=== block 1 ===
Fig. 1: block 1, met3 routing
Drawn at 1.5 px/um.
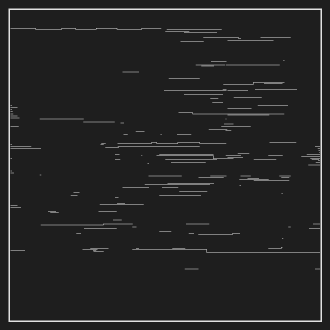

## config.mk

```make
export PLATFORM = sky130hd
export DESIGN_NAME = pkt_receiver
export DESIGN_NICKNAME = d
export VERILOG_FILES = /design/src/rtl/pkt_receiver.sv
export SDC_FILE = /design/constraint.sdc
export NUM_CORES = 1
export LEC_CHECK = 0
export CORE_UTILIZATION = 35
export DETAILED_ROUTE_END_ITERATION = 12
export PLACE_DENSITY = 0.58
export SYNTH_ARGS = -nofsm -noshare
export SYNTH_HDL_FRONTEND = slang
export SYNTH_SLANG_ARGS = --single-unit
```

## constraint.sdc

```tcl
create_clock -name clk -period 4.59 [get_ports clk]
set_input_delay 0.6885 -clock clk [delete_from_list [all_inputs] [get_ports clk]]
set_output_delay 0.6885 -clock clk [all_outputs]
set_load 0.05 [all_outputs]
```

## src/rtl/pkt_receiver.sv

```systemverilog
// Egress packet receiver: parses HDR/LEN/payload/PAR frames and checks them.
// Payload is staged in a commit/rollback FIFO so only good packets reach the consumer.
module pkt_receiver #(
    parameter int DATA_W     = 8,
    parameter int MAX_LEN    = 16,
    parameter int FIFO_DEPTH = 32
) (
    input  logic              clk,
    input  logic              reset,
    input  logic [1:0]        port_addr,
    input  logic              in_valid,
    input  logic [DATA_W-1:0] in_data,
    output logic              in_ready,
    output logic              out_valid,
    output logic [DATA_W-1:0] out_data,
    output logic              out_last,
    input  logic              out_ready,
    output logic              pkt_done,
    output logic              pkt_err,
    output logic [1:0]        err_code,
    output logic [7:0]        pkt_count
);

    localparam int AW = $clog2(FIFO_DEPTH);
    localparam logic [AW+1:0] LP_DEPTH = (AW+2)'(FIFO_DEPTH);
    localparam logic [AW+1:0] LP_MAX   = (AW+2)'(MAX_LEN);
    localparam logic [DATA_W-1:0] LP_MAXB = DATA_W'(MAX_LEN);

    typedef enum logic [2:0] {
        S_IDLE,
        S_LEN,
        S_PAYLOAD,
        S_PAR,
        S_DROP
    } state_t;

    state_t r_state;
    state_t w_next;

    logic [AW:0]       r_wr;
    logic [AW:0]       r_commit;
    logic [AW:0]       r_rd;
    logic [DATA_W:0]   r_mem [FIFO_DEPTH];
    logic [8:0]        r_cnt;
    logic [DATA_W-1:0] r_xor;
    logic              r_addr_ok;
    logic              r_len_zero;
    logic [DATA_W-1:0] r_hold_data;
    logic              r_hold_last;
    logic              r_done;
    logic              r_err;
    logic [1:0]        r_code;
    logic [7:0]        r_count;

    logic [AW:0]       w_used;
    logic [AW+1:0]     w_free;
    logic              w_rdy;
    logic              w_xfer;
    logic              w_pop;
    logic              w_we;
    logic              w_valid;
    logic [DATA_W:0]   w_head;
    logic [1:0]        w_par_code;
    logic              w_len_big;

    assign w_used    = r_wr - r_rd;
    assign w_free    = LP_DEPTH - {1'b0, w_used};
    assign w_rdy     = (r_state == S_IDLE) ? (w_free >= LP_MAX) : 1'b1;
    assign in_ready  = w_rdy & ~reset;
    assign w_xfer    = in_valid & in_ready;
    assign w_valid   = (r_rd != r_commit);
    assign w_pop     = w_valid & out_ready;
    assign w_head    = r_mem[r_rd[AW-1:0]];
    assign w_we      = w_xfer & (r_state == S_PAYLOAD) & r_addr_ok;
    assign w_len_big = (in_data > LP_MAXB);

    assign out_valid = w_valid;
    assign out_data  = w_valid ? w_head[DATA_W-1:0] : r_hold_data;
    assign out_last  = w_valid ? w_head[DATA_W] : r_hold_last;
    assign pkt_done  = r_done;
    assign pkt_err   = r_err;
    assign err_code  = r_code;
    assign pkt_count = r_count;

    // Address beats length, length beats parity
    always_comb begin
        w_par_code = 2'd0;
        if (!r_addr_ok)
            w_par_code = 2'd1;
        else if (r_len_zero)
            w_par_code = 2'd2;
        else if (r_xor != in_data)
            w_par_code = 2'd3;
    end

    always_ff @(posedge clk or posedge reset) begin
        if (reset)
            r_state <= S_IDLE;
        else
            r_state <= w_next;
    end

    always_comb begin
        w_next = r_state;
        unique case (r_state)
            S_IDLE: begin
                if (w_xfer)
                    w_next = S_LEN;
            end
            S_LEN: begin
                if (w_xfer) begin
                    if (in_data == '0)
                        w_next = S_PAR;
                    else if (w_len_big)
                        w_next = S_DROP;
                    else
                        w_next = S_PAYLOAD;
                end
            end
            S_PAYLOAD: begin
                if (w_xfer && r_cnt == 9'd1)
                    w_next = S_PAR;
            end
            S_PAR: begin
                if (w_xfer)
                    w_next = S_IDLE;
            end
            S_DROP: begin
                if (w_xfer && r_cnt == 9'd1)
                    w_next = S_IDLE;
            end
            default: w_next = S_IDLE;
        endcase
    end

    always_ff @(posedge clk) begin
        if (w_we)
            r_mem[r_wr[AW-1:0]] <= {(r_cnt == 9'd1), in_data};
    end

    always_ff @(posedge clk or posedge reset) begin
        if (reset) begin
            r_wr        <= '0;
            r_commit    <= '0;
            r_rd        <= '0;
            r_cnt       <= '0;
            r_xor       <= '0;
            r_addr_ok   <= 1'b0;
            r_len_zero  <= 1'b0;
            r_hold_data <= '0;
            r_hold_last <= 1'b0;
            r_done      <= 1'b0;
            r_err       <= 1'b0;
            r_code      <= 2'd0;
            r_count     <= 8'd0;
        end else begin
            r_done <= 1'b0;
            r_err  <= 1'b0;
            if (w_valid) begin
                r_hold_data <= w_head[DATA_W-1:0];
                r_hold_last <= w_head[DATA_W];
            end
            if (w_pop)
                r_rd <= r_rd + 1'b1;
            if (w_xfer) begin
                unique case (r_state)
                    S_IDLE: begin
                        r_addr_ok <= (in_data[1:0] == port_addr) &&
                                     (in_data[DATA_W-1:2] == '0);
                        r_xor     <= in_data;
                    end
                    S_LEN: begin
                        r_xor      <= r_xor ^ in_data;
                        r_len_zero <= (in_data == '0);
                        // Drop covers the oversize payload plus its PAR byte
                        if (w_len_big)
                            r_cnt <= {1'b0, in_data} + 9'd1;
                        else
                            r_cnt <= {1'b0, in_data};
                    end
                    S_PAYLOAD: begin
                        r_xor <= r_xor ^ in_data;
                        r_cnt <= r_cnt - 9'd1;
                        if (r_addr_ok)
                            r_wr <= r_wr + 1'b1;
                    end
                    S_PAR: begin
                        r_done <= 1'b1;
                        r_err  <= (w_par_code != 2'd0);
                        r_code <= w_par_code;
                        if (w_par_code == 2'd0) begin
                            r_commit <= r_wr;
                            r_count  <= r_count + 8'd1;
                        end else begin
                            r_wr <= r_commit;
                        end
                    end
                    S_DROP: begin
                        r_cnt <= r_cnt - 9'd1;
                        if (r_cnt == 9'd1) begin
                            r_done <= 1'b1;
                            r_err  <= 1'b1;
                            r_code <= 2'd2;
                        end
                    end
                    default: ;
                endcase
            end
        end
    end

endmodule

```

=== block 2 ===
**src/rtl/rtc_core.sv**
```systemverilog
// rtc_core: seconds counter from the 1 kHz tick, keeping 24 h HH:MM:SS
// with a range-checked {h,m,s} load and derived 12 h/AM-PM and BCD views.
module rtc_core #(
    parameter int TICKS_PER_SEC = 1000,
    parameter int PS_W          = 10
) (
    input  logic        clk_1kHz,
    input  logic        resetn,
    input  logic [20:0] i_load_data,
    input  logic        i_load_sig,
    input  logic        i_run,
    output logic [6:0]  o_hour,
    output logic [6:0]  o_min,
    output logic [6:0]  o_sec,
    output logic [20:0] o_time,
    output logic [6:0]  o_hour12,
    output logic        o_pm,
    output logic [23:0] o_bcd,
    output logic        o_sec_tick,
    output logic        o_day_tick,
    output logic        o_load_err
);
    logic [6:0]      h, m, s;
    logic [PS_W-1:0] ps;
    logic            load_q, sec_tick, day_tick, load_err;
    logic            load_edge, load_ok, term, inc, s_wrap, m_wrap, h_wrap;
    logic [6:0]      ld_h, ld_m, ld_s, h_nx, m_nx, s_nx;

    function automatic logic [7:0] bcd2(input logic [6:0] v);
        return {4'(v / 7'd10), 4'(v % 7'd10)};
    endfunction

    always_comb begin
        ld_h      = i_load_data[20:14];
        ld_m      = i_load_data[13:7];
        ld_s      = i_load_data[6:0];
        load_edge = i_load_sig & ~load_q;
        load_ok   = (ld_h <= 7'd23) && (ld_m <= 7'd59) && (ld_s <= 7'd59);
        term      = ps == PS_W'(TICKS_PER_SEC - 1);
        inc       = i_run & ~i_load_sig & term;
        s_wrap    = s == 7'd59;
        m_wrap    = m == 7'd59;
        h_wrap    = h == 7'd23;
        s_nx      = s_wrap ? 7'd0 : s + 7'd1;
        m_nx      = s_wrap ? (m_wrap ? 7'd0 : m + 7'd1) : m;
        h_nx      = (s_wrap && m_wrap) ? (h_wrap ? 7'd0 : h + 7'd1) : h;
    end

    // A held load level keeps ps at zero, so the first second after release is a full one.
    always_ff @(posedge clk_1kHz or negedge resetn) begin
        if (!resetn) begin
            h        <= '0;
            m        <= '0;
            s        <= '0;
            ps       <= '0;
            load_q   <= 1'b0;
            sec_tick <= 1'b0;
            day_tick <= 1'b0;
            load_err <= 1'b0;
        end else begin
            load_q   <= i_load_sig;
            sec_tick <= inc;
            day_tick <= inc & s_wrap & m_wrap & h_wrap;
            if (i_load_sig)
                ps <= '0;
            else if (i_run)
                ps <= term ? '0 : ps + PS_W'(1);
            if (load_edge) begin
                load_err <= ~load_ok;
                if (load_ok) begin
                    h <= ld_h;
                    m <= ld_m;
                    s <= ld_s;
                end
            end else if (inc) begin
                h <= h_nx;
                m <= m_nx;
                s <= s_nx;
            end
        end
    end

    always_comb begin
        o_hour     = h;
        o_min      = m;
        o_sec      = s;
        o_time     = {h, m, s};
        o_hour12   = (h == 7'd0) ? 7'd12 : (h > 7'd12 ? h - 7'd12 : h);
        o_pm       = h >= 7'd12;
        o_bcd      = {bcd2(h), bcd2(m), bcd2(s)};
        o_sec_tick = sec_tick;
        o_day_tick = day_tick;
        o_load_err = load_err;
    end
endmodule
```
**config.mk**
```make
export PLATFORM = sky130hd
export DESIGN_NAME = rtc_core
export DESIGN_NICKNAME = d
export VERILOG_FILES = /design/src/rtl/rtc_core.sv
export SDC_FILE = /design/constraint.sdc
export NUM_CORES = 1
export LEC_CHECK = 0
export CAP_MARGIN = 10
export CORE_MARGIN = 1.5
export CORE_UTILIZATION = 46
export DETAILED_ROUTE_END_ITERATION = 6
export GPL_TIMING_DRIVEN = 0
export MAX_ROUTING_LAYER = met4
export PLACE_DENSITY = 0.77
export SLEW_MARGIN = 20
export SYNTH_ARGS = -nofsm -noshare
export SYNTH_HDL_FRONTEND = slang
export SYNTH_SLANG_ARGS = --single-unit
```
**constraint.sdc**
```tcl
create_clock -name clk_1kHz -period 3.6 [get_ports clk_1kHz]
set_input_delay 0.54 -clock clk_1kHz [delete_from_list [all_inputs] [get_ports clk_1kHz]]
set_output_delay 0.54 -clock clk_1kHz [all_outputs]
set_load 0.03 [all_outputs]
```

## Gallery

The metal 2 layer.
(a)
Drawn at 1.5 px/um. Cells faint in the background.
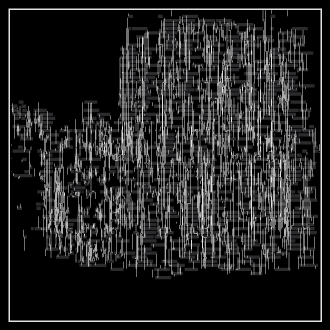
(b)
Drawn at 3 px/um. Cells faint in the background.
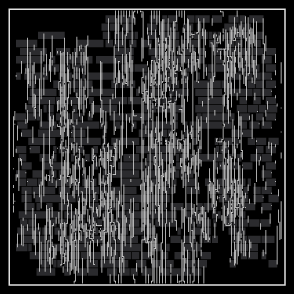
| from | picture |
|---|---|
| block 2 | (b) |
| block 1 | (a) |

Fig. 2: block 1, selected gate families
Drawn at 2 px/um.
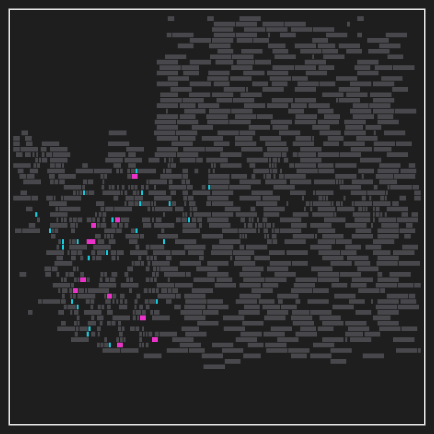
AND-OR and OR-AND gates -> magenta  # cells 10
inverters -> cyan  # cells 23, where left middle

Fig. 3: block 1, routing congestion
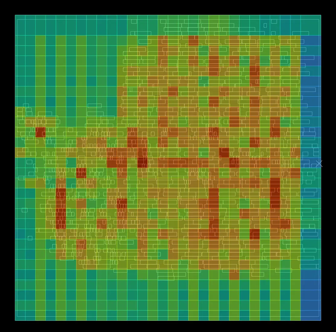
total global routing track utilization: 0.162
met3 Track Usage GR: 0.0270
global-route track usage on met2: 0.241

About Fig. 1:
longest straight run = 75.4 um
nets with wire on the layer = 96
share of all routed wire = 5.9%
main direction = horizontal
wire length on this layer = 1990 um

==> impl_results.html, block 1 <==
<h2>Synthesis and place &amp; route</h2>
<table>
<tr><th>Metric</th><th>Value</th></tr>
<tr><th colspan="2">GRT</th></tr>
<tr><td>Largest net degree at the start of global routing</td><td>around 76</td></tr>
<tr><td>GRT met1 Usage</td><td>0.248</td></tr>
<tr><td>Wire length of the first global-routing pass</td><td>between 50000 and 60000 um</td></tr>
<tr><th colspan="2">Route</th></tr>
<tr><td>Number of search-and-repair iterations in the first detailed-routing pass</td><td>11</td></tr>
<tr><td>Residual DRC count</td><td>2</td></tr>
<tr><td>Routed length per placed instance</td><td>around 22 um</td></tr>
<tr><td>Number of nets still failing antenna checks after routing</td><td>0</td></tr>
<tr><td>Drt via density</td><td>about 5.3</td></tr>
<tr><th colspan="2">Worst setup path</th></tr>
<tr><td>Required time worst endpoint</td><td>a little under 4 ns</td></tr>
<tr><td>Startpoint Class</td><td>flip-flop</td></tr>
<tr><td>Source of the worst register-to-register timing path</td><td>r_wr[0]</td></tr>
<tr><td>Cell type of the slowest stage on the worst timing path</td><td>a2111o_2</td></tr>
<tr><th colspan="2">STA</th></tr>
<tr><td>Transition time at the pin with the least slew margin</td><td>1.20 ns</td></tr>
<tr><td>Hold Violations, Final</td><td>0</td></tr>
<tr><td>Sum Neg Setup Slack</td><td>0 ns</td></tr>
<tr><th colspan="2">Synthesis</th></tr>
<tr><td>Cell area after synthesis</td><td>roughly 15000 sq um</td></tr>
<tr><td>Sequential element share of the synthesized area</td><td>0.692</td></tr>
<tr><td>Synthesized netlist net count</td><td>between 900 and 1k</td></tr>
<tr><th colspan="2">Clocking</th></tr>
<tr><td>H-tree lvl count</td><td>2</td></tr>
<tr><th colspan="2">Floorplan</th></tr>
<tr><td>Num rows</td><td>between 70 and 80</td></tr>
<tr><td>Tap cells</td><td>532</td></tr>
<tr><th colspan="2">Outcome</th></tr>
<tr><td>Violations in the final reports</td><td>DRC</td></tr>
<tr><td>Outcome</td><td>finished, violations left</td></tr>
<tr><th colspan="2">Finish</th></tr>
<tr><td>Fillers</td><td>3719</td></tr>
<tr><td>Total non-filler cell area in the finished layout</td><td>17100 sq um</td></tr>
<tr><td>FF+latch count</td><td>349</td></tr>
<tr><th colspan="2">Placement</th></tr>
<tr><td>Placed wire-length estimate after detailed placement</td><td>roughly 21000 um</td></tr>
<tr><td>Number of buffers added on ports</td><td>36</td></tr>
</table>
==> block 1: cell families after synthesis <==
| kind of cell | after synthesis | share of synthesized area |
|---|---|---|
| AOI/OAI and AO/OA | 114 | 0.0468 |
| and+or+nand+nor | 194 | 0.0620 |
| muxes | 96 | 0.142 |
| buffers and inverters | 72 | 0.0196 |
| xor gates and xnor gates | 39 | 0.0232 |
| DFF | 349 | 0.692 |
| adders and majority gates | 16 | 0.0141 |
==> block 1: stage by stage <==
step	utilization	cells
finish	0.415	1502
global route	0.415	1501
CTS	0.415	1501
detailed placement	0.385	1438
global placement	0.385	1438
floorplan	-	880
Fig. 4: block 2, routing congestion
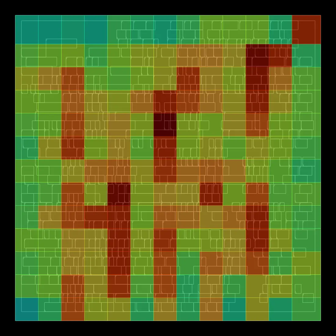
global-route track usage on met2: 0.425
Top Usage Layer GRT: met2
met3 Track Usage GR: 0.0352

Fig. 5: block 2, selected gate families
Drawn at 4 px/um.
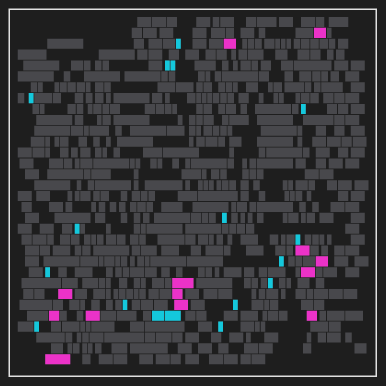
AND-OR and OR-AND gates -> magenta  # cells 13, where widely spread
inverters -> cyan  # cells 17, where widely spread

==> impl_results.html, block 2 <==
<h2>Synthesis and place &amp; route</h2>
<table>
<tr><th>Metric</th><th>Value</th></tr>
<tr><th colspan="2">Outcome</th></tr>
<tr><td>Outcome</td><td>complete, no violations</td></tr>
<tr><th colspan="2">Power and ir drop</th></tr>
<tr><td>Leakage power figure</td><td>approximately 2.1 nW</td></tr>
<tr><td>Biggest consumer</td><td>combinational cells</td></tr>
<tr><td>Comb pwr</td><td>between 1.5 and 2 mW</td></tr>
<tr><th colspan="2">Synthesis</th></tr>
<tr><td>Most used DFF post-synth</td><td>dfrtp_1</td></tr>
<tr><td>Synthesized area per cell</td><td>7.34 sq um</td></tr>
<tr><td>Flop and latch count out of synthesis</td><td>35</td></tr>
<tr><td>Synth Area in XOR/XNOR</td><td>0.0365</td></tr>
<tr><td>Sequential element share of the synthesized area</td><td>0.244</td></tr>
<tr><td>Synthesis area per yosys</td><td>3590 sq um</td></tr>
<tr><th colspan="2">Worst setup path</th></tr>
<tr><td>Crit path buf inv count</td><td>2</td></tr>
<tr><td>Source of the worst register-to-register timing path</td><td>ps[0]</td></tr>
<tr><td>First element of the critical path</td><td>o_min[2]</td></tr>
<tr><th colspan="2">Finish</th></tr>
<tr><td>Share of the final layout cell area in sequential cells</td><td>0.168</td></tr>
<tr><th colspan="2">STA</th></tr>
<tr><td>Normalized max-slew margin</td><td>0.531</td></tr>
<tr><td>Final period demand of the worst path</td><td>between 3 and 4 ns</td></tr>
<tr><td>Setup slack after layout</td><td>between 0.04 and 0.05 ns</td></tr>
<tr><th colspan="2">Route</th></tr>
<tr><td>Routed length per placed instance</td><td>~15 um</td></tr>
<tr><th colspan="2">GRT</th></tr>
<tr><td>Number of global-route vias before repair</td><td>between 3k and 4k</td></tr>
<tr><td>Wire length of the first global-routing pass</td><td>~18000 um</td></tr>
<tr><th colspan="2">Worst hold path</th></tr>
<tr><td>Worst hold path type</td><td>input pin to asynchronous set/reset pin</td></tr>
</table>
-- block 2: metal layers --
metal | GRT usage | vias up | routed length [um]
met5 | - | - | 0
met4 | 0.0508 | 0 | 110
met3 | 0.0352 | 18 | 723
met2 | 0.425 | 194 | 5240
met1 | 0.345 | 1911 | 4660
li1 | - | 1968 | -
-- block 2: sequential cells by signal (all words and copies together) (netlist names) --
register,flops
ps,10
o_day_tick,1
o_hour,7
o_load_err,1
o_sec_tick,1
o_sec,7
o_min,7
load_q,1


==> layout pictures side by side <==
Drive-strength map.
panel A
Drawn at 4 px/um.
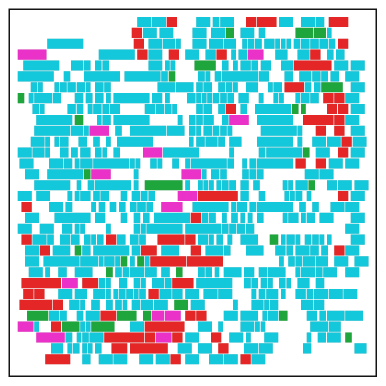
panel B
Drawn at 2 px/um.
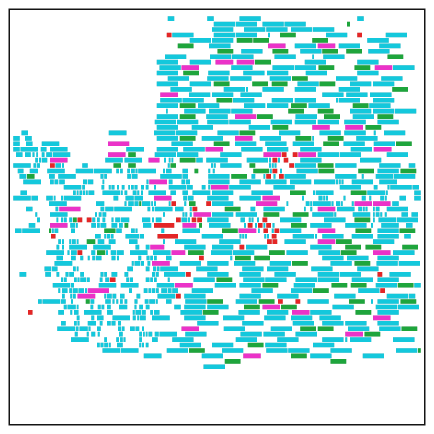
- largest die: panel B
- most cells: panel B
| from | picture |
|---|---|
| block 1 | panel B |
| block 2 | panel A |

Power is estimated from default activity; no workload was simulated.
